==================== block 1
**Block 1: placed standard cells**

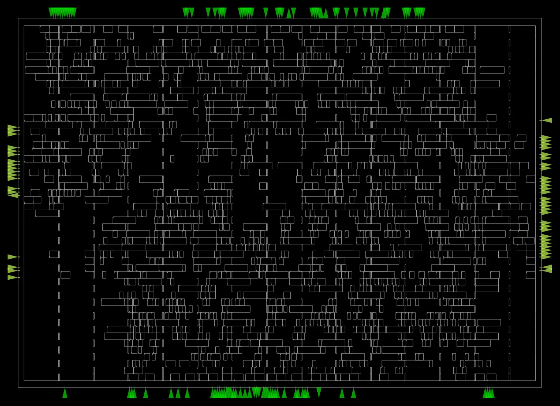
**Block 1: pin map**

(2 px per um) Pins as bars across the die edge, other pins in gray.
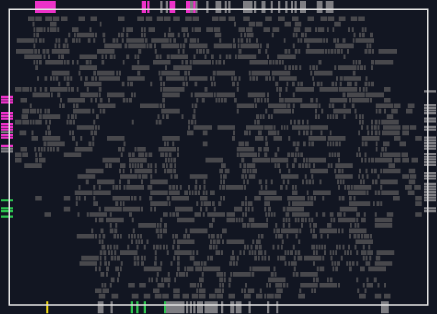
File: config.mk
export PLATFORM = sky130hd
export DESIGN_NAME = xvc_shift_engine
export DESIGN_NICKNAME = d
export VERILOG_FILES = /design/src/rtl/xvc_pkg.sv /design/src/rtl/xvc_tck_divider.sv /design/src/rtl/xvc_shift_engine.sv
export SDC_FILE = /design/constraint.sdc
export NUM_CORES = 1
export LEC_CHECK = 0
export ABC_AREA = 1
export ABC_CLOCK_PERIOD_IN_PS = 7000
export CORE_ASPECT_RATIO = 0.7
export CORE_MARGIN = 2
export CORE_UTILIZATION = 30
export DETAILED_ROUTE_END_ITERATION = 8
export HOLD_SLACK_MARGIN = 0.1
export PLACE_DENSITY = 0.48
export SYNTH_ARGS = -nofsm -noshare
export SYNTH_HDL_FRONTEND = slang
export SYNTH_SLANG_ARGS = --single-unit
File: constraint.sdc
create_clock -name clock -period 7 [get_ports clock]
set_input_delay 1.4 -clock clock [delete_from_list [all_inputs] [get_ports clock]]
set_output_delay 1.4 -clock clock [all_outputs]
set_load 0.05 [all_outputs]
File: src/rtl/xvc_pkg.sv
// Shared definitions for the XVC JTAG shift engine: default widths,
// the FSM state encoding and small helpers used by the datapath.
package xvc_pkg;

    localparam int XVC_WORD_W = 32;
    localparam int XVC_LEN_W  = 32;
    localparam int XVC_DIV_W  = 8;

    // Engine states; the encoding is fixed so waveforms stay readable.
    typedef enum logic [2:0] {
        ST_IDLE = 3'd0,
        ST_LOAD = 3'd1,
        ST_LOW  = 3'd2,
        ST_HIGH = 3'd3,
        ST_EMIT = 3'd4
    } xvc_state_e;

    // True when the state is one of the two TCK phases.
    function automatic logic xvc_in_phase(input xvc_state_e state);
        logic result;
        case (state)
            ST_LOW:  result = 1'b1;
            ST_HIGH: result = 1'b1;
            default: result = 1'b0;
        endcase
        return result;
    endfunction

endpackage

File: src/rtl/xvc_tck_divider.sv
// Half-period counter for TCK. A load pulse restarts the phase with the
// programmed divider; phase_done is high on the last clock of the phase,
// so each phase lasts exactly div+1 clocks.
module xvc_tck_divider
    import xvc_pkg::*;
#(
    parameter int DIV_W = XVC_DIV_W
) (
    input  logic             clock,
    input  logic             reset,
    input  logic             i_load,
    input  logic [DIV_W-1:0] i_div,
    output logic             o_phase_done
);

    logic [DIV_W-1:0] r_count;

    // Down-counter: reload on phase start, count to zero and park there.
    always_ff @(posedge clock or posedge reset) begin
        if (reset) begin
            r_count <= '0;
        end else if (i_load) begin
            r_count <= i_div;
        end else if (r_count != '0) begin
            r_count <= r_count - {{(DIV_W-1){1'b0}}, 1'b1};
        end else begin
            r_count <= r_count;
        end
    end

    assign o_phase_done = (r_count == '0);

endmodule

File: src/rtl/xvc_shift_engine.sv
// XVC shift engine: takes a (length, divider) command, pulls TMS/TDI words
// LSB first, clocks them out on the JTAG pins with a programmable TCK rate
// and returns the captured TDO bits as words. Word boundaries and stalls
// always happen with TCK low so the target never sees a stretched high phase.
module xvc_shift_engine
    import xvc_pkg::*;
#(
    parameter int WORD_W = XVC_WORD_W,
    parameter int LEN_W  = XVC_LEN_W,
    parameter int DIV_W  = XVC_DIV_W
) (
    input  logic              clock,
    input  logic              reset,
    input  logic              cmd_valid,
    output logic              cmd_ready,
    input  logic [LEN_W-1:0]  cmd_len,
    input  logic [DIV_W-1:0]  cmd_div,
    input  logic              in_valid,
    output logic              in_ready,
    input  logic [WORD_W-1:0] in_tms,
    input  logic [WORD_W-1:0] in_tdi,
    output logic              out_valid,
    input  logic              out_ready,
    output logic [WORD_W-1:0] out_tdo,
    output logic              busy,
    output logic              jtag_tck,
    output logic              jtag_tms,
    output logic              jtag_tdi,
    input  logic              jtag_tdo
);

    localparam int IDX_W = (WORD_W > 1) ? $clog2(WORD_W) : 1;
    localparam logic [IDX_W-1:0] LAST_IDX = IDX_W'(WORD_W - 1);

    xvc_state_e        r_state;
    xvc_state_e        w_next_state;
    logic [LEN_W-1:0]  r_remaining;
    logic [DIV_W-1:0]  r_div;
    logic [WORD_W-1:0] r_tms_sh;
    logic [WORD_W-1:0] r_tdi_sh;
    logic [WORD_W-1:0] r_tdo;
    logic [IDX_W-1:0]  r_index;
    logic              r_tck;

    logic w_phase_done;
    logic w_div_load;
    logic w_cmd_fire;
    logic w_in_fire;
    logic w_out_fire;
    logic w_low_done;
    logic w_high_done;
    logic w_word_end;
    logic w_last_bit;
    logic w_emit_next;

    // Handshakes and phase events; ready/valid are decoded from the state
    // register only, which keeps them mutually exclusive by construction.
    assign cmd_ready   = (r_state == ST_IDLE);
    assign in_ready    = (r_state == ST_LOAD);
    assign out_valid   = (r_state == ST_EMIT);
    assign busy        = (r_state != ST_IDLE);
    assign w_cmd_fire  = cmd_ready & cmd_valid;
    assign w_in_fire   = in_ready & in_valid;
    assign w_out_fire  = out_valid & out_ready;
    assign w_low_done  = (r_state == ST_LOW) & w_phase_done;
    assign w_high_done = (r_state == ST_HIGH) & w_phase_done;
    assign w_word_end  = (r_index == LAST_IDX);
    assign w_last_bit  = (r_remaining == LEN_W'(1));
    assign w_emit_next = w_word_end | w_last_bit;

    // The divider restarts at the start of every LOW and HIGH phase.
    assign w_div_load = w_in_fire | (xvc_in_phase(r_state) & w_phase_done);

    xvc_tck_divider #(
        .DIV_W (DIV_W)
    ) u_divider (
        .clock        (clock),
        .reset        (reset),
        .i_load       (w_div_load),
        .i_div        (r_div),
        .o_phase_done (w_phase_done)
    );

    // Next-state decode for the command / word / bit sequencing.
    always_comb begin
        w_next_state = r_state;
        case (r_state)
            ST_IDLE: begin
                if (w_cmd_fire && (cmd_len != '0)) begin
                    w_next_state = ST_LOAD;
                end else begin
                    w_next_state = ST_IDLE;
                end
            end
            ST_LOAD: begin
                if (in_valid) begin
                    w_next_state = ST_LOW;
                end else begin
                    w_next_state = ST_LOAD;
                end
            end
            ST_LOW: begin
                if (w_phase_done) begin
                    w_next_state = ST_HIGH;
                end else begin
                    w_next_state = ST_LOW;
                end
            end
            ST_HIGH: begin
                if (w_phase_done && w_emit_next) begin
                    w_next_state = ST_EMIT;
                end else if (w_phase_done) begin
                    w_next_state = ST_LOW;
                end else begin
                    w_next_state = ST_HIGH;
                end
            end
            ST_EMIT: begin
                if (out_ready && (r_remaining == '0)) begin
                    w_next_state = ST_IDLE;
                end else if (out_ready) begin
                    w_next_state = ST_LOAD;
                end else begin
                    w_next_state = ST_EMIT;
                end
            end
            default: begin
                w_next_state = ST_IDLE;
            end
        endcase
    end

    // State register.
    always_ff @(posedge clock or posedge reset) begin
        if (reset) begin
            r_state <= ST_IDLE;
        end else begin
            r_state <= w_next_state;
        end
    end

    // Command parameters: latched on acceptance, remaining bits count down
    // once per completed TCK cycle.
    always_ff @(posedge clock or posedge reset) begin
        if (reset) begin
            r_div       <= '0;
            r_remaining <= '0;
        end else if (w_cmd_fire) begin
            r_div       <= cmd_div;
            r_remaining <= cmd_len;
        end else if (w_high_done) begin
            r_div       <= r_div;
            r_remaining <= r_remaining - LEN_W'(1);
        end else begin
            r_div       <= r_div;
            r_remaining <= r_remaining;
        end
    end

    // TMS/TDI shift registers; bit 0 drives the pins. No shift after the
    // final bit of a word or command, so the pins hold the last value
    // through EMIT, LOAD stalls and IDLE.
    always_ff @(posedge clock or posedge reset) begin
        if (reset) begin
            r_tms_sh <= '1;
            r_tdi_sh <= '0;
        end else if (w_in_fire) begin
            r_tms_sh <= in_tms;
            r_tdi_sh <= in_tdi;
        end else if (w_high_done && !w_emit_next) begin
            r_tms_sh <= {1'b0, r_tms_sh[WORD_W-1:1]};
            r_tdi_sh <= {1'b0, r_tdi_sh[WORD_W-1:1]};
        end else begin
            r_tms_sh <= r_tms_sh;
            r_tdi_sh <= r_tdi_sh;
        end
    end

    // TDO capture and bit index; TDO is sampled on the last HIGH clock,
    // and the cleared register leaves untouched upper bits at zero.
    always_ff @(posedge clock or posedge reset) begin
        if (reset) begin
            r_tdo   <= '0;
            r_index <= '0;
        end else if (w_in_fire) begin
            r_tdo   <= '0;
            r_index <= '0;
        end else if (w_high_done) begin
            r_tdo[r_index] <= jtag_tdo;
            if (w_emit_next) begin
                r_index <= r_index;
            end else begin
                r_index <= r_index + IDX_W'(1);
            end
        end else begin
            r_tdo   <= r_tdo;
            r_index <= r_index;
        end
    end

    // TCK: rises entering HIGH, falls leaving it; low everywhere else.
    always_ff @(posedge clock or posedge reset) begin
        if (reset) begin
            r_tck <= 1'b0;
        end else if (w_low_done) begin
            r_tck <= 1'b1;
        end else if (w_high_done) begin
            r_tck <= 1'b0;
        end else if (xvc_in_phase(r_state)) begin
            r_tck <= r_tck;
        end else begin
            r_tck <= 1'b0;
        end
    end

    assign jtag_tck = r_tck;
    assign jtag_tms = r_tms_sh[0];
    assign jtag_tdi = r_tdi_sh[0];
    assign out_tdo  = r_tdo;

endmodule

==> flow_summary.ini <==
; physical design summary
[routing]
routed_wl_um = 26300
drc = 0

[clock_network]
clockRootBuffer = clkbuf_16

[finish]
final_cell_count_no_fill = 1790
non_clock_buffer_area_share_pct = 14.0
final_util_pct = 38.7
drive_above_1_share_pct = 5.95
nClkBuffers = 18
finalInstanceArea_sq_um = 11200

[logic_synthesis]
synth_nets = 1404
netlist_instances = 1285
compound_area_share_pct = 5.71
synthXorXnorAreaFrac_pct = 1.20
synth-simple-area-share_pct = 40.3

[global_route]
grt_overflow = 0
grtUsageMet1_pct = 27.4

[outcome]
run_status = completed

[floorplan]
fp-row-count = 52
initial_core_util_pct = 30.5
die_area_sq_um = 30700

[pwr]
total_power_mw = 3.80
power_leader = registers

[final_timing]
fmax_mhz = 269
period_minus_slack_ns = 3.72

[worst_setup_path]
crit_type = input port to flop
r2r_cells = 9
About 'placed standard cells' of block 1:
core area: 28800 sq um
Seq/total area: 34.6%

About 'pin map' of block 1:
in_tdi -> magenta  # pins 32, direction input, edge 20 top, 12 left
clock -> yellow  # pins 1, direction input, edge bottom
cmd_div -> green  # pins 8, direction input, edge 4 bottom, 4 left
all pins by edge = 54 top, 45 bottom, 31 right, 19 left


==================== block 2
**Block 2: M2 wires**

(4 px per um)
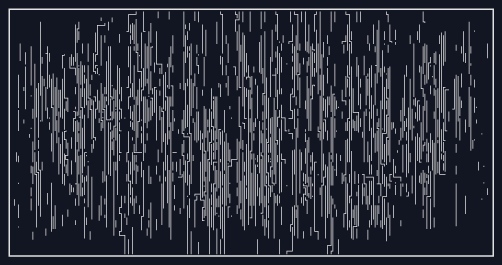
### src/rtl/rtc_timekeeper.sv
// rtc_timekeeper: BCD 24-hour HH:MM:SS counter with validated set handshake and HH:MM alarm
module rtc_timekeeper #(
    parameter logic [7:0] RESET_HH = 8'h00,
    parameter logic [7:0] RESET_MM = 8'h00,
    parameter logic [7:0] RESET_SS = 8'h00
) (
    input  logic       clk,
    input  logic       rst,
    input  logic       tick,
    input  logic       set_valid,
    output logic       set_ready,
    input  logic [7:0] set_hh,
    input  logic [7:0] set_mm,
    input  logic [7:0] set_ss,
    output logic       set_err,
    input  logic       alarm_wr,
    input  logic [7:0] alarm_hh,
    input  logic [7:0] alarm_mm,
    input  logic       alarm_en,
    output logic [7:0] hh,
    output logic [7:0] mm,
    output logic [7:0] ss,
    output logic       sec_pulse,
    output logic       day_pulse,
    output logic       alarm
);
    typedef enum logic {IDLE, CHECK} state_t;

    state_t     state_q, state_d;
    logic [7:0] hh_q, hh_d, mm_q, mm_d, ss_q, ss_d;
    logic [7:0] hold_hh_q, hold_hh_d, hold_mm_q, hold_mm_d, hold_ss_q, hold_ss_d;
    logic [7:0] alarm_hh_q, alarm_hh_d, alarm_mm_q, alarm_mm_d;
    logic       set_ready_q, set_ready_d, set_err_q, set_err_d;
    logic       sec_pulse_q, sec_pulse_d, day_pulse_q, day_pulse_d, alarm_q, alarm_d;
    logic [7:0] nxt_hh, nxt_mm, nxt_ss;
    logic       ss_wrap, mm_wrap, set_ok, accept, commit, adv;

    function automatic logic [7:0] inc60(input logic [7:0] v);
        return (v == 8'h59) ? 8'h00 : (v[3:0] == 4'h9) ? {v[7:4] + 4'd1, 4'h0} : {v[7:4], v[3:0] + 4'd1};
    endfunction

    function automatic logic [7:0] inc24(input logic [7:0] v);
        return (v == 8'h23) ? 8'h00 : (v[3:0] == 4'h9) ? {v[7:4] + 4'd1, 4'h0} : {v[7:4], v[3:0] + 4'd1};
    endfunction

    assign ss_wrap = (ss_q == 8'h59);
    assign mm_wrap = (mm_q == 8'h59);
    assign nxt_ss  = inc60(ss_q);
    assign nxt_mm  = ss_wrap ? inc60(mm_q) : mm_q;
    assign nxt_hh  = (ss_wrap && mm_wrap) ? inc24(hh_q) : hh_q;

    // Legal 24-hour BCD: digits 0-9, hours up to 23, minute/second tens up to 5
    assign set_ok = (hold_hh_q[3:0] <= 4'h9) && (hold_hh_q <= 8'h23)
                 && (hold_mm_q[3:0] <= 4'h9) && (hold_mm_q[7:4] <= 4'h5)
                 && (hold_ss_q[3:0] <= 4'h9) && (hold_ss_q[7:4] <= 4'h5);

    // Next-state logic: set FSM, time advance/commit, alarm registers and pulses
    always_comb begin
        accept      = (state_q == IDLE) && set_valid && set_ready_q;
        commit      = (state_q == CHECK) && set_ok;
        adv         = tick && !commit;
        state_d     = (state_q == CHECK) ? IDLE : accept ? CHECK : IDLE;
        set_ready_d = (state_d == IDLE);
        set_err_d   = (state_q == CHECK) && !set_ok;
        hold_hh_d   = accept ? set_hh : hold_hh_q;
        hold_mm_d   = accept ? set_mm : hold_mm_q;
        hold_ss_d   = accept ? set_ss : hold_ss_q;
        alarm_hh_d  = alarm_wr ? alarm_hh : alarm_hh_q;
        alarm_mm_d  = alarm_wr ? alarm_mm : alarm_mm_q;
        hh_d        = commit ? hold_hh_q : adv ? nxt_hh : hh_q;
        mm_d        = commit ? hold_mm_q : adv ? nxt_mm : mm_q;
        ss_d        = commit ? hold_ss_q : adv ? nxt_ss : ss_q;
        sec_pulse_d = adv;
        day_pulse_d = adv && ss_wrap && mm_wrap && (hh_q == 8'h23);
        alarm_d     = adv && alarm_en && (nxt_hh == alarm_hh_q) && (nxt_mm == alarm_mm_q) && (nxt_ss == 8'h00);
    end

    // State registers with synchronous active-low reset
    always_ff @(posedge clk) begin
        if (!rst) begin
            state_q     <= IDLE;
            hh_q        <= RESET_HH;
            mm_q        <= RESET_MM;
            ss_q        <= RESET_SS;
            hold_hh_q   <= 8'h00;
            hold_mm_q   <= 8'h00;
            hold_ss_q   <= 8'h00;
            alarm_hh_q  <= 8'h00;
            alarm_mm_q  <= 8'h00;
            set_ready_q <= 1'b0;
            set_err_q   <= 1'b0;
            sec_pulse_q <= 1'b0;
            day_pulse_q <= 1'b0;
            alarm_q     <= 1'b0;
        end else begin
            state_q     <= state_d;
            hh_q        <= hh_d;
            mm_q        <= mm_d;
            ss_q        <= ss_d;
            hold_hh_q   <= hold_hh_d;
            hold_mm_q   <= hold_mm_d;
            hold_ss_q   <= hold_ss_d;
            alarm_hh_q  <= alarm_hh_d;
            alarm_mm_q  <= alarm_mm_d;
            set_ready_q <= set_ready_d;
            set_err_q   <= set_err_d;
            sec_pulse_q <= sec_pulse_d;
            day_pulse_q <= day_pulse_d;
            alarm_q     <= alarm_d;
        end
    end

    assign set_ready = set_ready_q;
    assign set_err   = set_err_q;
    assign hh        = hh_q;
    assign mm        = mm_q;
    assign ss        = ss_q;
    assign sec_pulse = sec_pulse_q;
    assign day_pulse = day_pulse_q;
    assign alarm     = alarm_q;
endmodule

### config.mk
export PLATFORM = sky130hd
export DESIGN_NAME = rtc_timekeeper
export DESIGN_NICKNAME = d
export VERILOG_FILES = /design/src/rtl/rtc_timekeeper.sv
export SDC_FILE = /design/constraint.sdc
export NUM_CORES = 1
export LEC_CHECK = 0
export ABC_AREA = 1
export CAP_MARGIN = 20
export CORE_ASPECT_RATIO = 0.5
export CORE_UTILIZATION = 54
export CTS_BUF_LIST = sky130_fd_sc_hd__clkbuf_2
export CTS_CLUSTER_DIAMETER = 200
export DETAILED_ROUTE_END_ITERATION = 16
export PLACE_DENSITY = 0.8
export SYNTH_ARGS = -nofsm -noshare
export SYNTH_HDL_FRONTEND = slang
export SYNTH_SLANG_ARGS = --single-unit
### constraint.sdc
create_clock -name clk -period 1.9 [get_ports clk]
set_input_delay 0.285 -clock clk [delete_from_list [all_inputs] [get_ports clk]]
set_output_delay 0.285 -clock clk [all_outputs]
set_load 0.01 [all_outputs]
==> flow_summary.ini <==
; physical design summary
[outcome]
run_status = finished with violations
violations = design-rule violations, negative setup slack

[worst_setup_path]
cp.buffers_inverters = 2
reg2reg_to = alarm
arrival_ns = 2.43

[place]
gp_congestion = 0.928
place.port_buffers = 74

[pwr]
p_int_mw = 2.03
seqPwrFrac_pct = 54.9
p_leak_nw = 2.55

[routing]
ant_nets = 0
wl_met2_um = 5050
drc = 2
vias_per_cell = 5.36
dr.pass1.iters = 14
m1WireLength_um = 4820

[global_route]
grt_usage_pct = 29.3
grt_overflow = 0

[finish]
final_util_pct = 77.5
drive_above_1_share_pct = 17.7

[final_timing]
layout_setup_ws_ns = -0.0178
setup_viol = 1

[logic_synthesis]
postSynthSeqShare_pct = 36.9
About 'M2 wires' of block 2:
wire length on this layer = 5050 um
nets with wire on the layer = 598
WL final: 11100 um
met2 track demand over resource: 48.4%
via count: 4167


==================== block 3
**Block 3: pin map**

(6 px per um) Pins as bars across the die edge, other pins in gray.
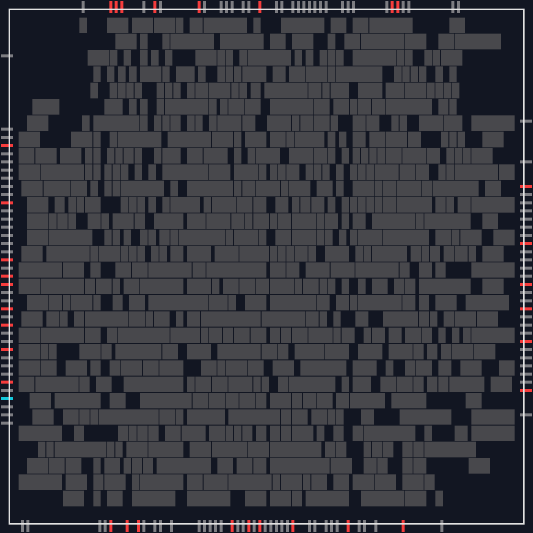
--- src/rtl/pc_gen.sv ---
// pc_gen: fetch program-counter generator.
// Next-PC priority: reset > trap > redirect > fire with return prediction >
// fire sequential > hold. Optional return-address stack built only when
// PC_GEN_RAS_EN is defined; otherwise hints are ignored and flags are constant.
module pc_gen #(
  parameter int              XLEN      = 32,
  parameter logic [XLEN-1:0] RESET_VEC = '0,
  parameter int              RAS_DEPTH = 4
) (
  input  logic            clk,
  input  logic            reset,
  input  logic            stall,
  input  logic            fetch_ready,
  input  logic            redirect_valid,
  input  logic [XLEN-1:0] redirect_pc,
  input  logic            trap_valid,
  input  logic [XLEN-1:0] trap_vec,
  input  logic            call_hint,
  input  logic            ret_hint,
  output logic [XLEN-1:0] pc,
  output logic [XLEN-1:0] pc_plus4,
  output logic            pc_valid,
  output logic            misaligned,
  output logic            ras_empty,
  output logic            ras_full
);

  logic            fire;
  logic            redir_ok;
  logic            predict;
  logic [XLEN-1:0] predict_pc;
  logic [XLEN-1:0] pc_nxt;
  logic            warm;

  assign pc_plus4 = pc + XLEN'(4);
  assign fire     = pc_valid & fetch_ready & ~stall;
  assign redir_ok = redirect_valid & (redirect_pc[1:0] == 2'b00);

`ifdef PC_GEN_RAS_EN
  localparam int PW = $clog2(RAS_DEPTH);

  // sp points at the next free slot; the stack wraps so a push when full
  // silently overwrites the oldest entry.
  logic [XLEN-1:0] ras_mem [RAS_DEPTH];
  logic [PW-1:0]   sp;
  logic [PW-1:0]   top_idx;
  logic [PW:0]     cnt;
  logic            hint_ok;
  logic            do_call;
  logic            do_ret;

  // Hints only count on a fire with no trap or redirect competing for the PC.
  assign hint_ok    = fire & ~trap_valid & ~redirect_valid;
  assign do_call    = hint_ok & call_hint;
  assign do_ret     = hint_ok & ret_hint & (cnt != '0);
  assign top_idx    = sp - 1'b1;
  assign predict    = do_ret;
  assign predict_pc = ras_mem[top_idx];
  assign ras_empty  = (cnt == '0);
  assign ras_full   = (cnt == (PW+1)'(RAS_DEPTH));

  // Stack pointer and occupancy; trap empties the stack logically.
  always_ff @(posedge clk) begin
    if (reset) begin
      sp  <= '0;
      cnt <= '0;
    end else if (trap_valid) begin
      cnt <= '0;
    end else if (do_call && !do_ret) begin
      sp <= sp + 1'b1;
      if (cnt != (PW+1)'(RAS_DEPTH)) cnt <= cnt + 1'b1;
    end else if (do_ret && !do_call) begin
      sp  <= sp - 1'b1;
      cnt <= cnt - 1'b1;
    end
  end

  // Entry storage; a call+ret pair replaces the top in place.
  always_ff @(posedge clk) begin
    if (!reset && do_call) begin
      if (do_ret) ras_mem[top_idx] <= pc_plus4;
      else        ras_mem[sp]      <= pc_plus4;
    end
  end
`else
  logic unused_hints;
  assign unused_hints = call_hint ^ ret_hint;
  assign predict      = 1'b0;
  assign predict_pc   = '0;
  assign ras_empty    = 1'b1;
  assign ras_full     = 1'b0;
`endif

  // Next-PC selection in priority order.
  always_comb begin
    pc_nxt = pc;
    if (trap_valid)    pc_nxt = trap_vec;
    else if (redir_ok) pc_nxt = redirect_pc;
    else if (redirect_valid) pc_nxt = pc;
    else if (predict)  pc_nxt = predict_pc;
    else if (fire)     pc_nxt = pc_plus4;
  end

  // PC, two-stage valid warm-up, and the misaligned-redirect pulse.
  always_ff @(posedge clk) begin
    if (reset) begin
      pc         <= RESET_VEC;
      warm       <= 1'b0;
      pc_valid   <= 1'b0;
      misaligned <= 1'b0;
    end else begin
      pc         <= pc_nxt;
      warm       <= 1'b1;
      pc_valid   <= warm;
      misaligned <= ~trap_valid & redirect_valid & ~redir_ok;
    end
  end

endmodule
--- config.mk ---
export PLATFORM = sky130hd
export DESIGN_NAME = pc_gen
export DESIGN_NICKNAME = d
export VERILOG_FILES = /design/src/rtl/pc_gen.sv
export SDC_FILE = /design/constraint.sdc
export NUM_CORES = 1
export LEC_CHECK = 0
export ABC_AREA = 1
export CORE_UTILIZATION = 41
export CTS_CLUSTER_DIAMETER = 40
export DETAILED_ROUTE_END_ITERATION = 8
export GPL_ROUTABILITY_DRIVEN = 0
export HOLD_SLACK_MARGIN = 0.05
export PLACE_DENSITY_LB_ADDON = 0.2
export SYNTH_ARGS = -nofsm -noshare
export SYNTH_HDL_FRONTEND = slang
export SYNTH_SLANG_ARGS = --single-unit
--- constraint.sdc ---
create_clock -name clk -period 1.9 [get_ports clk]
set_clock_uncertainty 0.2 [all_clocks]
set_input_delay 0.19 -clock clk [delete_from_list [all_inputs] [get_ports clk]]
set_output_delay 0.19 -clock clk [all_outputs]
set_load 0.05 [all_outputs]
==> flow_summary.ini <==
; physical design summary
[final_timing]
setup_viol = 29
fin_crit_sh_pct = 115
layout_setup_ws_ns = -0.285
fmax_mhz = 458

[pwr]
power_leader = combinational logic

[finish]
flop_area_sq_um = 753
nNonClkInverters = 42
final_util_pct = 80.1
layout_top_cells = 143 x nand2_1, 73 x clkdlybuf4s50_1, 66 x buf_4

[worst_hold_path]
worst_hold_path.num_cells = 2

[worst_setup_path]
cp-start-kind = flop
ff2ff_setup_slack_ns = -0.20

[logic_synthesis]
largest_area_cell = dfxtp_1

[clock_network]
holdBufCountCts = 0

[outcome]
run_status = finished with violations
violations = negative setup slack
Notes on 'pin map' of block 3 above:
redirect_pc -> red  # pins 32, direction input, edge 9 left, 9 bottom, 8 top, 6 right
pc_valid -> cyan  # pins 1, direction output, edge left
all pins by edge = 39 bottom, 38 left, 34 top, 29 right


==================== block 4
<file path="config.mk">
export PLATFORM = sky130hd
export DESIGN_NAME = synapse_current
export DESIGN_NICKNAME = d
export VERILOG_FILES = /design/src/rtl/synapse_current.sv
export SDC_FILE = /design/constraint.sdc
export NUM_CORES = 1
export LEC_CHECK = 0
export CAP_MARGIN = 20
export CORE_MARGIN = 2
export CORE_UTILIZATION = 45
export DETAILED_ROUTE_END_ITERATION = 7
export PLACE_DENSITY_LB_ADDON = 0.3
export SYNTH_ARGS = -nofsm -noshare
export SYNTH_HDL_FRONTEND = slang
export SYNTH_SLANG_ARGS = --single-unit
</file>
<file path="constraint.sdc">
create_clock -name clk -period 7.9 [get_ports clk]
set_input_delay 0.79 -clock clk [delete_from_list [all_inputs] [get_ports clk]]
set_output_delay 0.79 -clock clk [all_outputs]
set_load 0.02 [all_outputs]
</file>
<file path="src/rtl/synapse_current.sv">
// synapse_current: synaptic current integrator feeding the leaky neuron.
// Weighted presynaptic spikes are added to an 8-bit current that leaks by
// current >> DECAY_SHIFT per time step (floored at 1 so it always drains).
// Per-input signed weights are programmable through a simple write port.
module synapse_current #(
    parameter int                 N_IN        = 4,
    parameter int                 DECAY_SHIFT = 3,
    parameter logic signed [7:0]  INIT_WEIGHT = 8'sd32
) (
    input  logic             clk,
    input  logic             rst_n,
    input  logic             step,
    input  logic [N_IN-1:0]  spike_in,
    input  logic             wr_en,
    input  logic [2:0]       wr_addr,
    input  logic [7:0]       wr_data,
    output logic [7:0]       current_out,
    output logic             sat
);

    // Sum of up to N_IN signed 8-bit weights, plus a sign bit.
    localparam int SYN_W  = 8 + $clog2(N_IN) + 1;
    // current - leak + syn must not overflow; keep at least 12 bits.
    localparam int NEXT_W = (SYN_W + 2 > 12) ? SYN_W + 2 : 12;

    logic signed [7:0]        r_weight [N_IN];
    logic [7:0]               r_current;
    logic                     r_sat;

    logic [7:0]               w_leak;
    logic signed [SYN_W-1:0]  w_syn;
    logic signed [NEXT_W-1:0] w_next;
    logic                     w_over;
    logic                     w_under;
    logic [7:0]               w_current_d;
    logic                     w_sat_d;

    // Weight registers: written on any edge with a matching in-range address.
    // NOTE: the weights are reset like ordinary flops because INIT_WEIGHT is
    // architectural state after reset; this keeps them out of a RAM macro.
    always_ff @(posedge clk or negedge rst_n) begin
        if (!rst_n) begin
            for (int i = 0; i < N_IN; i++) begin
                r_weight[i] <= INIT_WEIGHT;
            end
        end else if (wr_en) begin
            // Addresses >= N_IN match no register and are silently dropped.
            for (int i = 0; i < N_IN; i++) begin
                if (wr_addr == 3'(i)) begin
                    r_weight[i] <= $signed(wr_data);
                end
            end
        end
    end

    // Leak term with a floor of 1 so a small nonzero current still drains.
    // NOTE: every always_comb output gets a default first, so no path can
    // leave it unassigned and infer a latch.
    always_comb begin
        w_leak = r_current >> DECAY_SHIFT;
        if ((r_current != 8'd0) && (w_leak == 8'd0)) begin
            w_leak = 8'd1;
        end
    end

    // Synaptic drive: signed sum of the weights of all inputs spiking now.
    // The register array is read before any same-edge write lands, so a
    // simultaneous write and spike uses the old weight.
    always_comb begin
        w_syn = '0;
        for (int i = 0; i < N_IN; i++) begin
            if (spike_in[i]) begin
                w_syn = w_syn + SYN_W'(r_weight[i]);
            end
        end
    end

    // Wide signed next value and its out-of-range flags.
    always_comb begin
        w_next  = $signed({{(NEXT_W-8){1'b0}}, r_current})
                - $signed({{(NEXT_W-8){1'b0}}, w_leak})
                + NEXT_W'(w_syn);
        w_under = w_next[NEXT_W-1];
        w_over  = !w_under && (|w_next[NEXT_W-2:8]);
    end

    // Clamp to 0..255 on a step; hold and clear sat when step is low.
    always_comb begin
        w_current_d = r_current;
        w_sat_d     = 1'b0;
        if (step) begin
            if (w_over) begin
                w_current_d = 8'd255;
                w_sat_d     = 1'b1;
            end else if (w_under) begin
                w_current_d = 8'd0;
                w_sat_d     = 1'b1;
            end else begin
                w_current_d = w_next[7:0];
            end
        end
    end

    // Current and saturation flag registers, updated together.
    // NOTE: sequential state uses non-blocking assignments so every flop
    // samples the pre-edge values, independent of block ordering.
    always_ff @(posedge clk or negedge rst_n) begin
        if (!rst_n) begin
            r_current <= 8'd0;
            r_sat     <= 1'b0;
        end else begin
            r_current <= w_current_d;
            r_sat     <= w_sat_d;
        end
    end

    assign current_out = r_current;
    assign sat         = r_sat;

endmodule

</file>
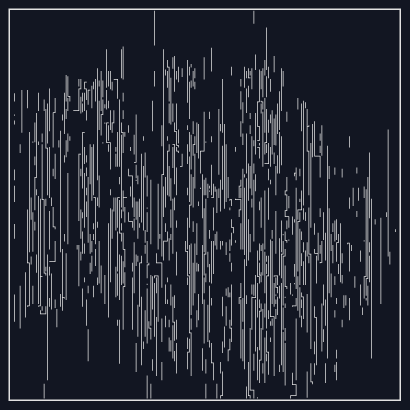
**Above:** block 4 (M2 wires).
(4 px per um)
wire length on this layer = 4330 um
share of all routed wire = 49%
main direction = vertical
nets with wire on the layer = 437
longest straight run = 53.0 um
WL final: 8880 um
via count: 3223

==> flow_summary.ini <==
; physical design summary
[logic_synthesis]
ys.flop_type = dfrtp_1
synthXorXnorAreaFrac_pct = 7.58
ys_ff = 41
topCellsByArea = dfrtp_1 24%, mux2_2 14%, ha_1 13%
top_logic_kind = AND-OR/OR-AND gates

[outcome]
run_status = completed

[finish]
fill_cells = 803
layout_top_cells = 48 x mux2_2, 42 x ha_1, 41 x a21oi_1
nNonClkInverters = 22

[clock_network]
clockRootBuffer = clkbuf_8

[place]
gp_congestion = 0.853

[worst_setup_path]
crit_type = input port to flop
startpoint = spike_in[0]

[global_route]
grt_usage_pct = 19.2
grt_overflow = 0
grt_max_degree = 42

[final_timing]
fmax_mhz = 141

[run]
warnings = 26

[routing]
drc = 0
vias_per_cell = 5.73

[floorplan]
initial_core_util_pct = 45.7

[worst_hold_path]
worst_hold_path.num_cells = 1
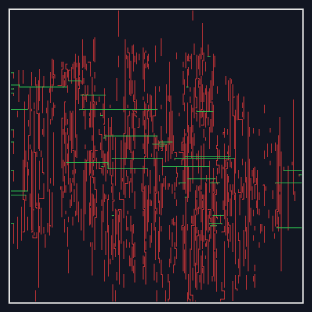
**Above:** block 4 (signal wires by layer).
(3 px per um) Two of the layers only.
metal 2 -> red  # wire length 4330 um
metal 3 -> green  # wire length 255 um


==================== block 5
**Block 5: placed standard cells**

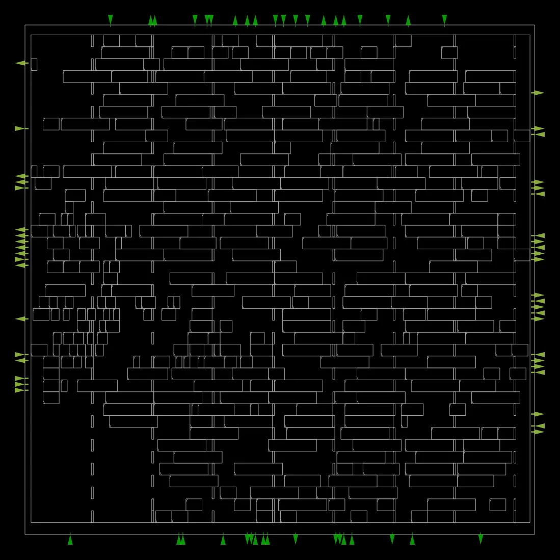
**Block 5: pin map**

(4 px per um) Pins as bars across the die edge, other pins in gray.
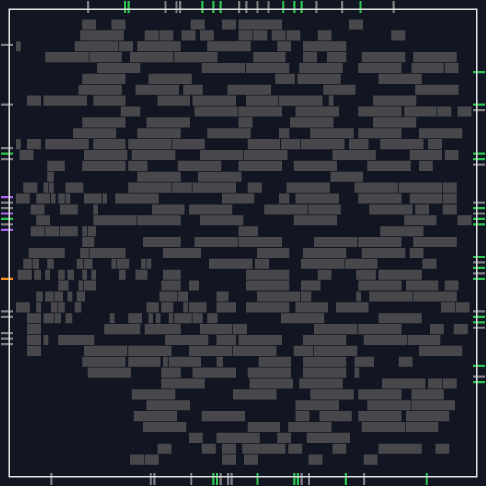
==> config.mk <==
export PLATFORM = sky130hd
export DESIGN_NAME = sync_fifo_reg
export DESIGN_NICKNAME = d
export VERILOG_FILES = /design/src/rtl/sync_fifo_reg.sv
export SDC_FILE = /design/constraint.sdc
export NUM_CORES = 1
export LEC_CHECK = 0
export CELL_PAD_IN_SITES_DETAIL_PLACEMENT = 0
export CELL_PAD_IN_SITES_GLOBAL_PLACEMENT = 1
export CORE_UTILIZATION = 40
export CTS_BUF_LIST = sky130_fd_sc_hd__clkbuf_8
export DETAILED_ROUTE_END_ITERATION = 16
export PLACE_DENSITY_LB_ADDON = 0.1
export SLEW_MARGIN = 5
export SYNTH_ARGS = -nofsm -noshare
export SYNTH_HDL_FRONTEND = slang
export SYNTH_SLANG_ARGS = --single-unit
==> constraint.sdc <==
create_clock -name CLK -period 5.65 [get_ports CLK]
set_clock_uncertainty 0.2 [all_clocks]
set_input_delay 0.565 -clock CLK [delete_from_list [all_inputs] [get_ports CLK]]
set_output_delay 0.565 -clock CLK [all_outputs]
set_load 0.005 [all_outputs]
==> src/rtl/sync_fifo_reg.sv <==
`default_nettype none
// ============================================================================
// Module      : sync_fifo_reg
// Description : Single-clock register FIFO, first-word-fall-through output,
//               occupancy count, almost-full/empty thresholds, sync clear.
//               Sticky ovf/udf error flags built only with SYNC_FIFO_ERR_EN.
// Revision    : 1.0 - initial release
// ============================================================================
module sync_fifo_reg #(
    parameter int DW      = 32,
    parameter int LEN_LOG = 2,
    parameter int LEN     = 1 << LEN_LOG,
    parameter int AF_TH   = LEN - 1,
    parameter int AE_TH   = 1
) (
    input  logic                 CLK,
    input  logic                 RST,
    input  logic                 CLR,
    input  logic                 enq,
    input  logic                 deq,
    input  logic [DW-1:0]        din,
    output logic [DW-1:0]        dot,
    output logic                 full,
    output logic                 empty,
    output logic                 almost_full,
    output logic                 almost_empty,
    output logic [LEN_LOG:0]     count,
    output logic                 ovf,
    output logic                 udf
);

    localparam logic [LEN_LOG:0] C_LEN = LEN[LEN_LOG:0];
    localparam logic [LEN_LOG:0] C_AF  = AF_TH[LEN_LOG:0];
    localparam logic [LEN_LOG:0] C_AE  = AE_TH[LEN_LOG:0];

    logic [DW-1:0]      r_mem [0:LEN-1];
    logic [LEN_LOG-1:0] r_wptr;
    logic [LEN_LOG-1:0] r_rptr;
    logic [LEN_LOG:0]   r_count;
    logic               w_wr_ok;
    logic               w_rd_ok;

    // All flags come from the count register only, never from the pointers.
    assign full         = (r_count == C_LEN);
    assign empty        = (r_count == '0);
    assign almost_full  = (r_count >= C_AF);
    assign almost_empty = (r_count <= C_AE);
    assign count        = r_count;

    // A pop frees a slot in the same cycle, so a full FIFO can still accept enq+deq.
    assign w_wr_ok = enq & (~full | deq);
    assign w_rd_ok = deq & ~empty;

    assign dot = r_mem[r_rptr];

    always_ff @(posedge CLK) begin
        if (w_wr_ok && !CLR) begin
            r_mem[r_wptr] <= din;
        end
    end

    always_ff @(posedge CLK or posedge RST) begin
        if (RST) begin
            r_wptr  <= '0;
            r_rptr  <= '0;
            r_count <= '0;
        end else if (CLR) begin
            r_wptr  <= '0;
            r_rptr  <= '0;
            r_count <= '0;
        end else begin
            if (w_wr_ok) begin
                r_wptr <= r_wptr + 1'b1;
            end
            if (w_rd_ok) begin
                r_rptr <= r_rptr + 1'b1;
            end
            case ({w_wr_ok, w_rd_ok})
                2'b10:   r_count <= r_count + 1'b1;
                2'b01:   r_count <= r_count - 1'b1;
                default: r_count <= r_count;
            endcase
        end
    end

`ifdef SYNC_FIFO_ERR_EN
    logic r_ovf;
    logic r_udf;

    always_ff @(posedge CLK or posedge RST) begin
        if (RST) begin
            r_ovf <= 1'b0;
            r_udf <= 1'b0;
        end else if (CLR) begin
            r_ovf <= 1'b0;
            r_udf <= 1'b0;
        end else begin
            if (enq && full && !deq) begin
                r_ovf <= 1'b1;
            end
            if (deq && empty) begin
                r_udf <= 1'b1;
            end
        end
    end

    assign ovf = r_ovf;
    assign udf = r_udf;
`else
    assign ovf = 1'b0;
    assign udf = 1'b0;
`endif

endmodule
`default_nettype wire

==> flow_summary.ini <==
; physical design summary
[finish]
flops = 135
buffers = 76
layout.nets = 375
comb_share_pct = 16.7
layout_top_cells = 128 x edfxtp_1, 75 x clkdlybuf4s50_1, 32 x mux4_2
largest_register_ffs = 128
final_util_pct = 51.9
diodes = 0

[logic_synthesis]
ys.flop_type = edfxtp_1

[clock_network]
cts_max_level = 4

[worst_setup_path]
crit_required_ns = 4.89
rr_startpoint = count[1]

[final_timing]
worstMarginPinSlew_ns = 0.911

[routing]
ant_nets = 0

[outcome]
run_status = completed
About 'placed standard cells' of block 5:
fillers: 1062
Seq/total area: 60.9%
fin cells: 514
n_taps: 172

About 'pin map' of block 5:
empty -> orange  # pins 1, direction output, edge left
count -> purple  # pins 3, direction output, edge left
dot -> green  # pins 32, direction output, edge 14 right, 9 top, 7 bottom, 2 left
all pins by edge = 23 right, 20 top, 18 left, 17 bottom


==================== block 6
==> src/rtl/motion_alarm_ctrl.sv <==
// motion_alarm_ctrl
// Three-zone PIR motion alarm controller. Each zone's sensor output is compared
// against a threshold and debounced. A qualified detection while the system is
// armed raises a latched alarm and records which zones triggered. An exit delay
// (ARMING) runs before detection is enabled, both after arming and after each
// alarm acknowledge. A saturating counter records how many alarms occurred.

module motion_alarm_ctrl #(
    parameter logic [6:0]  THRESHOLD = 7'd20, // a sample strictly above this is a hit
    parameter int unsigned DEBOUNCE  = 4,     // consecutive hits needed, 1..15
    parameter int unsigned ARM_DELAY = 8      // cycles spent in ARMING, 1..255
) (
    input  logic       clk,
    input  logic       rst,
    input  logic       turn,
    input  logic       stop_alarm,
    input  logic [6:0] pir_sensor_1,
    input  logic [6:0] pir_sensor_2,
    input  logic [6:0] pir_sensor_3,
    output logic       alarm,
    output logic       armed,
    output logic [2:0] zone,
    output logic [7:0] event_count,
    output logic [1:0] state
);

    typedef enum logic [1:0] {
        DISARMED = 2'd0,
        ARMING   = 2'd1,
        ARMED    = 2'd2,
        ALARM    = 2'd3
    } state_t;

    // Debounce counters saturate at DEBOUNCE. Detection fires on the hit that
    // arrives when the counter already shows DEBOUNCE-1, so the alarm
    // registers on the DEBOUNCE-th consecutive hit edge.
    localparam logic [3:0] DEB_SAT  = 4'(DEBOUNCE);
    localparam logic [3:0] DEB_QUAL = 4'(DEBOUNCE - 1);
    // The arm timer counts 0..ARM_DELAY-1 while in ARMING.
    localparam logic [7:0] ARM_LAST = 8'(ARM_DELAY - 1);

    state_t          cur_state;
    state_t          nxt_state;
    logic [7:0]      arm_timer;
    logic [7:0]      arm_timer_nxt;
    logic [2:0][3:0] deb_cnt;
    logic [2:0][3:0] deb_cnt_nxt;
    logic            alarm_nxt;
    logic            armed_nxt;
    logic [2:0]      zone_nxt;
    logic [7:0]      event_count_nxt;

    logic [2:0][6:0] pir_vec;
    logic [2:0]      hit;
    logic [2:0]      detect;
    logic            detect_en;

    // Bit i of every zone-indexed vector corresponds to sensor i+1.
    assign pir_vec   = {pir_sensor_3, pir_sensor_2, pir_sensor_1};
    assign detect_en = (cur_state == ARMED) || (cur_state == ALARM);
    assign state     = cur_state;

    // Per-zone threshold compare and debounce qualification.
    always_comb begin
        // NOTE: every signal driven in an always_comb gets a default first so
        // that no path leaves it unassigned, which would infer a latch.
        hit    = '0;
        detect = '0;
        for (int i = 0; i < 3; i++) begin
            hit[i]    = (pir_vec[i] > THRESHOLD);
            detect[i] = hit[i] && (deb_cnt[i] >= DEB_QUAL) && detect_en;
        end
    end

    // Consecutive-hit counters: run only while detection is enabled, cleared
    // by a miss, by disarm, and held at zero in DISARMED and ARMING.
    always_comb begin
        deb_cnt_nxt = '0;
        if (turn && detect_en) begin
            for (int i = 0; i < 3; i++) begin
                if (hit[i]) begin
                    deb_cnt_nxt[i] = (deb_cnt[i] == DEB_SAT) ? deb_cnt[i]
                                                             : deb_cnt[i] + 4'd1;
                end
            end
        end
    end

    // Next-state and next-output logic. Priority: disarm, then acknowledge,
    // then detection.
    always_comb begin
        nxt_state       = cur_state;
        arm_timer_nxt   = arm_timer;
        alarm_nxt       = alarm;
        zone_nxt        = zone;
        event_count_nxt = event_count;

        if (!turn) begin
            // event_count is deliberately kept across a disarm.
            nxt_state     = DISARMED;
            arm_timer_nxt = 8'd0;
            alarm_nxt     = 1'b0;
            zone_nxt      = 3'b000;
        end else begin
            unique case (cur_state)
                DISARMED: begin
                    nxt_state     = ARMING;
                    arm_timer_nxt = 8'd0;
                end
                ARMING: begin
                    if (arm_timer == ARM_LAST) begin
                        nxt_state = ARMED;
                    end else begin
                        arm_timer_nxt = arm_timer + 8'd1;
                    end
                end
                ARMED: begin
                    if (|detect) begin
                        nxt_state       = ALARM;
                        alarm_nxt       = 1'b1;
                        zone_nxt        = detect;
                        event_count_nxt = (event_count == 8'hFF) ? event_count
                                                                 : event_count + 8'd1;
                    end
                end
                ALARM: begin
                    if (stop_alarm) begin
                        // Acknowledge wins over a simultaneous detection.
                        nxt_state     = ARMING;
                        arm_timer_nxt = 8'd0;
                        alarm_nxt     = 1'b0;
                        zone_nxt      = 3'b000;
                    end else begin
                        zone_nxt = zone | detect;
                    end
                end
                default: begin
                    nxt_state = DISARMED;
                end
            endcase
        end

        armed_nxt = (nxt_state == ARMED) || (nxt_state == ALARM);
    end

    // State, timers, counters and registered outputs.
    always_ff @(posedge clk or posedge rst) begin
        if (rst) begin
            cur_state   <= DISARMED;
            arm_timer   <= 8'd0;
            deb_cnt     <= '0;
            alarm       <= 1'b0;
            armed       <= 1'b0;
            zone        <= 3'b000;
            event_count <= 8'd0;
        end else begin
            // NOTE: sequential state uses non-blocking assignments so every
            // register samples the pre-edge values, independent of statement order.
            cur_state   <= nxt_state;
            arm_timer   <= arm_timer_nxt;
            deb_cnt     <= deb_cnt_nxt;
            alarm       <= alarm_nxt;
            armed       <= armed_nxt;
            zone        <= zone_nxt;
            event_count <= event_count_nxt;
        end
    end

endmodule
==> config.mk <==
export PLATFORM = sky130hd
export DESIGN_NAME = motion_alarm_ctrl
export DESIGN_NICKNAME = d
export VERILOG_FILES = /design/src/rtl/motion_alarm_ctrl.sv
export SDC_FILE = /design/constraint.sdc
export NUM_CORES = 1
export LEC_CHECK = 0
export CORE_MARGIN = 2
export CORE_UTILIZATION = 30
export DETAILED_ROUTE_END_ITERATION = 6
export GPL_TIMING_DRIVEN = 0
export SLEW_MARGIN = 20
export SYNTH_ARGS = -nofsm -noshare
export SYNTH_HDL_FRONTEND = slang
export SYNTH_SLANG_ARGS = --single-unit
==> constraint.sdc <==
create_clock -name clk -period 5.85 [get_ports clk]
set_clock_uncertainty 0.1 [all_clocks]
set_input_delay 0.585 -clock clk [delete_from_list [all_inputs] [get_ports clk]]
set_output_delay 0.585 -clock clk [all_outputs]
set_load 0.01 [all_outputs]
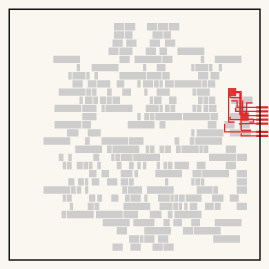
**Above:** block 6 (I/O nets highlighted).
(3 px per um)
pir_sensor_2 -> red  # bits 7, direction input, edge right, end cells 2, buffers 7, wire 123 um

==> flow_summary.ini <==
; physical design summary
[finish]
seq-cell-share_pct = 35.3
nClkBuffers = 8

[worst_setup_path]
rr_startpoint = deb_cnt[0]
critPathMaxFanout = 5

[clock_network]
clk_latency_ns = 0.29
cts-buffers-inserted = 5

[routing]
dr_wl_met3_um = 160

[outcome]
run_status = completed

[global_route]
grt_first_pass_wirelength_um = 6740

[place]
gp_congestion = 0.765
dp.cells = 306

[pwr]
power_frac_clock_pct = 41.0
p_seq_uw = 244
powerDensity_nw_per_um2 = 190

[final_timing]
layout_setup_ws_ns = 3.48
worstMarginPinSlew_ns = 0.368

==================== block 7
**Block 7: I/O nets highlighted**

(3 px per um)
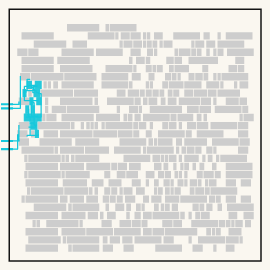
**Block 7: M2 wires**

(6 px per um)
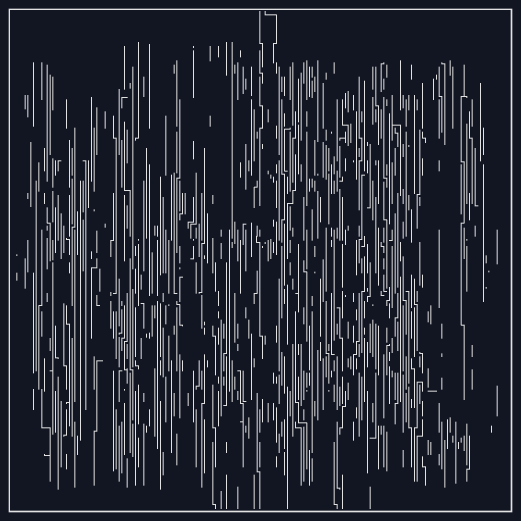
**Block 7: pin map**

(6 px per um) Pins as bars across the die edge, other pins in gray.
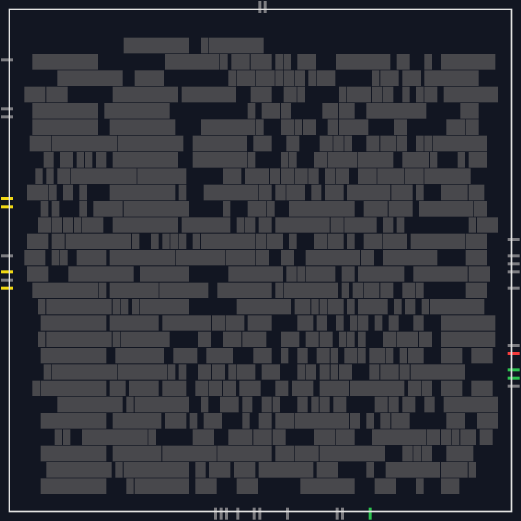
**src/rtl/route_sequencer.sv**
```systemverilog
// route_sequencer
// Route-level controller for a black-line follower. Walks a programmed table
// of turn codes: enables the follower, presents the turn code for the next
// node, debounces node entry (3'b111) and node exit, and stops on a stop
// code, at end of route, or when the line is lost for too long.
//
// Ports
//   clk, reset        clock; asynchronous active-high reset
//   start, abort      run control (abort wins over start)
//   route_we/waddr/wdata  turn-code table write port (ignored while busy)
//   route_len         number of valid steps, sampled on start, clamped
//   line_sensor       3-bit line sensor, already synchronous to clk
//   robot_enabled     follower enable
//   turn_direction    turn code for the next node (00 S, 01 L, 10 R, 11 stop)
//   busy/done/fault   status levels
//   step_idx          current step pointer
//   node_seen         one-cycle pulse per accepted node
//
// state    | meaning
// ---------+---------------------------------------------------------
// IDLE     | waiting for start, follower disabled
// FOLLOW   | driving toward the next node, debouncing 3'b111
// AT_NODE  | one-cycle node acknowledge, stop code decision
// CLEAR    | crossing the node, debouncing non-111 before next step
// DONE     | route finished (stop code or end of table)
// FAULT    | line lost for LOST_TIMEOUT samples
module route_sequencer #(
  parameter int MAX_STEPS     = 16,
  parameter int NODE_DEBOUNCE = 4,
  parameter int LOST_TIMEOUT  = 50000,
  localparam int ADDR_W = (MAX_STEPS > 1) ? $clog2(MAX_STEPS) : 1
) (
  input  logic              clk,
  input  logic              reset,
  input  logic              start,
  input  logic              abort,
  input  logic              route_we,
  input  logic [ADDR_W-1:0] route_waddr,
  input  logic [1:0]        route_wdata,
  input  logic [ADDR_W:0]   route_len,
  input  logic [2:0]        line_sensor,
  output logic              robot_enabled,
  output logic [1:0]        turn_direction,
  output logic              busy,
  output logic              done,
  output logic              fault,
  output logic [ADDR_W:0]   step_idx,
  output logic              node_seen
);

  localparam int LEN_W  = ADDR_W + 1;
  localparam int DEB    = (NODE_DEBOUNCE < 1) ? 1 : NODE_DEBOUNCE;
  localparam int LOST   = (LOST_TIMEOUT < 1) ? 1 : LOST_TIMEOUT;
  localparam int NCNT_W = $clog2(DEB + 1);
  localparam int LCNT_W = $clog2(LOST + 1);
  localparam logic [NCNT_W-1:0] DEB_C  = NCNT_W'(DEB);
  localparam logic [LCNT_W-1:0] LOST_C = LCNT_W'(LOST);
  localparam logic [LEN_W-1:0]  MAX_C  = LEN_W'(MAX_STEPS);
  localparam logic [1:0]        STOP   = 2'b11;

  typedef enum logic [2:0] {
    S_IDLE, S_FOLLOW, S_AT_NODE, S_CLEAR, S_DONE, S_FAULT
  } state_t;

  state_t state, state_d;

  logic [1:0]        route_mem [MAX_STEPS];
  logic [LEN_W-1:0]  len_reg;
  logic [NCNT_W-1:0] node_cnt, node_cnt_inc;
  logic [LCNT_W-1:0] lost_cnt, lost_cnt_inc;
  logic [LEN_W-1:0]  step_inc, len_clamped;
  logic              is_black, is_lost, tracking, idle_like, busy_st, start_acc;
  logic              lost_hit, node_hit, exit_hit, stop_here;
  logic              busy_d, done_d, fault_d, node_seen_d;

  // Datapath decode shared by the FSM and the counters.
  always_comb begin
    is_black     = (line_sensor == 3'b111);
    is_lost      = (line_sensor == 3'b000);
    tracking     = (state == S_FOLLOW) || (state == S_CLEAR);
    idle_like    = (state == S_IDLE) || (state == S_DONE) || (state == S_FAULT);
    busy_st      = tracking || (state == S_AT_NODE);
    start_acc    = idle_like && start && !abort;
    len_clamped  = (route_len > MAX_C) ? MAX_C : route_len;
    step_inc     = step_idx + LEN_W'(1);
    stop_here    = (route_mem[step_idx[ADDR_W-1:0]] == STOP);
    // saturating increments; the hit compares below use the would-be count
    node_cnt_inc = (node_cnt == DEB_C) ? node_cnt : node_cnt + NCNT_W'(1);
    lost_cnt_inc = (lost_cnt == LOST_C) ? lost_cnt : lost_cnt + LCNT_W'(1);
    lost_hit     = tracking && is_lost && (lost_cnt_inc == LOST_C);
    node_hit     = (state == S_FOLLOW) && is_black && (node_cnt_inc == DEB_C);
    exit_hit     = (state == S_CLEAR) && !is_black && (node_cnt_inc == DEB_C);
  end

  // State and registered outputs.
  always_ff @(posedge clk or posedge reset) begin
    if (reset) begin
      state         <= S_IDLE;
      robot_enabled <= 1'b0;
      busy          <= 1'b0;
      done          <= 1'b0;
      fault         <= 1'b0;
      node_seen     <= 1'b0;
    end else begin
      state         <= state_d;
      robot_enabled <= busy_d;
      busy          <= busy_d;
      done          <= done_d;
      fault         <= fault_d;
      node_seen     <= node_seen_d;
    end
  end

  // Next state. Line loss outranks node/exit acceptance; abort outranks all.
  always_comb begin
    state_d = state;
    case (state)
      S_IDLE, S_DONE, S_FAULT:
        if (start) state_d = (len_clamped == '0) ? S_DONE : S_FOLLOW;
      S_FOLLOW:
        if (lost_hit)      state_d = S_FAULT;
        else if (node_hit) state_d = S_AT_NODE;
      S_AT_NODE:
        state_d = stop_here ? S_DONE : S_CLEAR;
      S_CLEAR:
        if (lost_hit)      state_d = S_FAULT;
        else if (exit_hit) state_d = (step_inc == len_reg) ? S_DONE : S_FOLLOW;
      default:
        state_d = S_IDLE;
    endcase
    if (abort) state_d = S_IDLE;
  end

  // Output decode from the upcoming state so outputs are registered.
  always_comb begin
    busy_d      = (state_d == S_FOLLOW) || (state_d == S_AT_NODE) ||
                  (state_d == S_CLEAR);
    done_d      = (state_d == S_DONE);
    fault_d     = (state_d == S_FAULT);
    node_seen_d = (state_d == S_AT_NODE);
  end

  // Step pointer, route length, turn code and debounce/loss counters.
  always_ff @(posedge clk or posedge reset) begin
    if (reset) begin
      step_idx       <= '0;
      len_reg        <= '0;
      turn_direction <= 2'b00;
      node_cnt       <= '0;
      lost_cnt       <= '0;
    end else if (abort) begin
      turn_direction <= 2'b00;
      node_cnt       <= '0;
      lost_cnt       <= '0;
    end else begin
      case (state)
        S_FOLLOW, S_CLEAR: begin
          lost_cnt <= is_lost ? lost_cnt_inc : '0;
          if (state == S_FOLLOW) node_cnt <= is_black ? node_cnt_inc : '0;
          else                   node_cnt <= !is_black ? node_cnt_inc : '0;
          if (lost_hit) begin
            turn_direction <= 2'b00;
            node_cnt       <= '0;
            lost_cnt       <= '0;
          end else if (node_hit) begin
            node_cnt <= '0;
          end else if (exit_hit) begin
            node_cnt <= '0;
            step_idx <= step_inc;
            turn_direction <= (step_inc == len_reg) ? 2'b00
                                                    : route_mem[step_inc[ADDR_W-1:0]];
          end
        end
        S_AT_NODE: begin
          node_cnt <= '0;
          lost_cnt <= '0;
          if (stop_here) turn_direction <= 2'b00;
        end
        default: begin
          node_cnt <= '0;
          lost_cnt <= '0;
          if (start) begin
            step_idx       <= '0;
            len_reg        <= len_clamped;
            turn_direction <= (len_clamped == '0) ? 2'b00 : route_mem[0];
          end
        end
      endcase
    end
  end

  // Route table: no reset, writes only while not running.
  always_ff @(posedge clk) begin
    if (route_we && !busy_st && !start_acc)
      route_mem[route_waddr] <= route_wdata;
  end

endmodule

```
**config.mk**
```make
export PLATFORM = sky130hd
export DESIGN_NAME = route_sequencer
export DESIGN_NICKNAME = d
export VERILOG_FILES = /design/src/rtl/route_sequencer.sv
export SDC_FILE = /design/constraint.sdc
export NUM_CORES = 1
export LEC_CHECK = 0
export CAP_MARGIN = 20
export CORE_MARGIN = 2
export CORE_UTILIZATION = 63
export DETAILED_ROUTE_END_ITERATION = 8
export MAX_ROUTING_LAYER = met4
export PLACE_DENSITY = 0.81
export SETUP_SLACK_MARGIN = 0.3
export SLEW_MARGIN = 10
export SYNTH_ARGS = -nofsm -noshare
export SYNTH_HDL_FRONTEND = slang
export SYNTH_SLANG_ARGS = --single-unit
export TNS_END_PERCENT = 30
```
**constraint.sdc**
```tcl
create_clock -name clk -period 6.7 [get_ports clk]
set_input_delay 0.67 -clock clk [delete_from_list [all_inputs] [get_ports clk]]
set_output_delay 0.67 -clock clk [all_outputs]
set_load 0.01 [all_outputs]
```
==> flow_summary.ini <==
; physical design summary
[pwr]
p_clk_uw = 365
switching_power_uw = 248
power_leader = registers

[place]
place_hpwl_um = 6180

[worst_hold_path]
hold_end = len_reg[3]
hold_class = flop to flop
worst_hold_path.num_cells = 2

[logic_synthesis]
synth_nets = 393
synth-simple-area-share_pct = 22.3
async_flop_share_pct = 54.3
ys.flop_type = dfrtp_1
synthXorXnorAreaFrac_pct = 5.51
topCellsByArea = edfxtp_1 24%, dfrtp_1 24%, mux4_2 7.9%

[worst_setup_path]
ff2ff_setup_slack_ns = 3.54
rr_startpoint = step_idx[0]
endpoint = turn_direction[1]
endpoint_kind = flop
startpoint = step_idx[0]

[floorplan]
initial_core_util_pct = 66.0
fp.dieH_um = 83.4

[final_timing]
layout_setup_ws_ns = 3.54

[finish]
nNonClkInverters = 13
clock_tree_area_fraction_pct = 4.68
layout_top_cells = 49 x nor2_1, 40 x nand2_1, 38 x dfrtp_1
top_regs = route_mem (32), lost_cnt (16)

[clock_network]
cts_tree = yes
clk_pin_slew_worst_paths_ns = 0.07

[outcome]
run_status = completed
About 'I/O nets highlighted' of block 7:
route_waddr -> cyan  # bits 4, direction input, edge left, end cells 13, buffers 4, wire 112 um
Top Ports: 31
Port Buffer Count: 30

About 'M2 wires' of block 7:
wire length on this layer = 4190 um
longest straight run = 43.2 um
share of all routed wire = 51%
main direction = vertical
nets with wire on the layer = 373
WL final: 8240 um
via count: 2955

About 'pin map' of block 7:
abort -> red  # pins 1, direction input, edge right
line_sensor -> green  # pins 3, direction input, edge 2 right, 1 bottom
route_waddr -> yellow  # pins 4, direction input, edge left



==> screenshots <==
Placed standard cells.
image #1
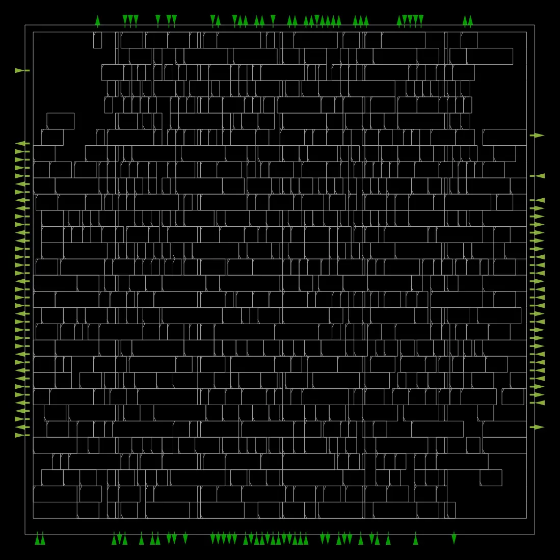
image #2
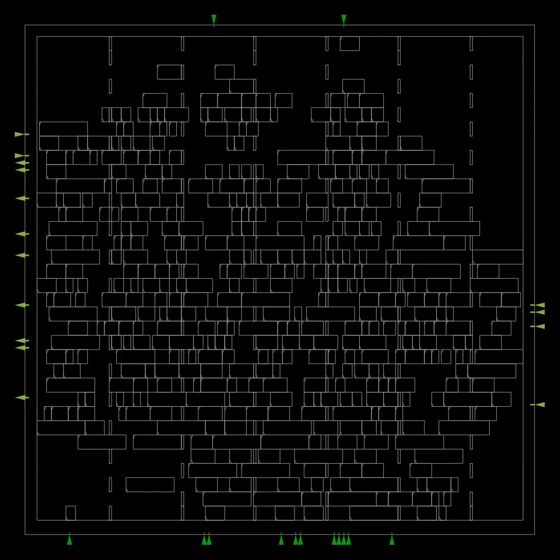
image #3
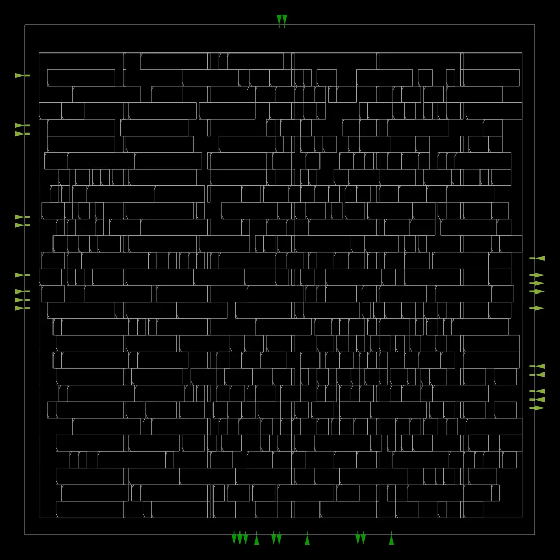
image #4
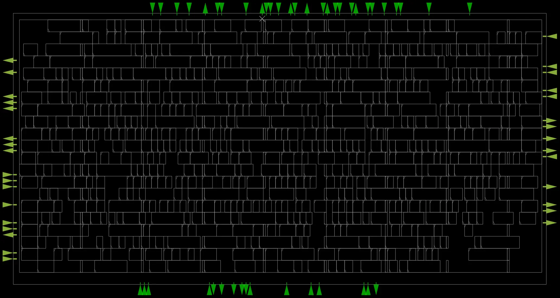
image #5
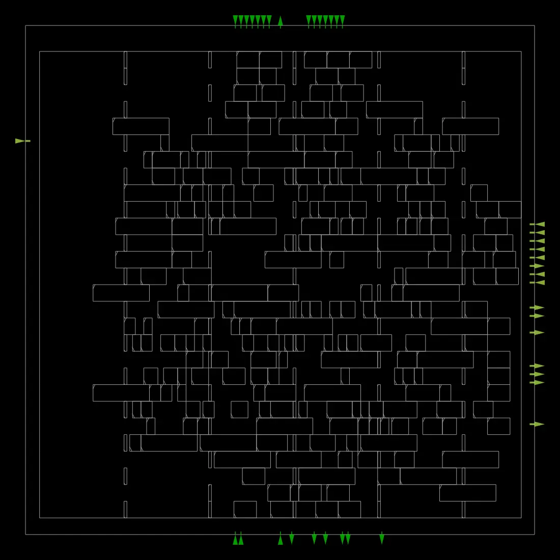
Image #3 is block 7.
Image #1 is block 3.
Image #4 is block 2.
Image #5 is block 6.
Image #2 is block 4.
Of these, fewest cells: image #5
Of these, lowest utilization: image #5

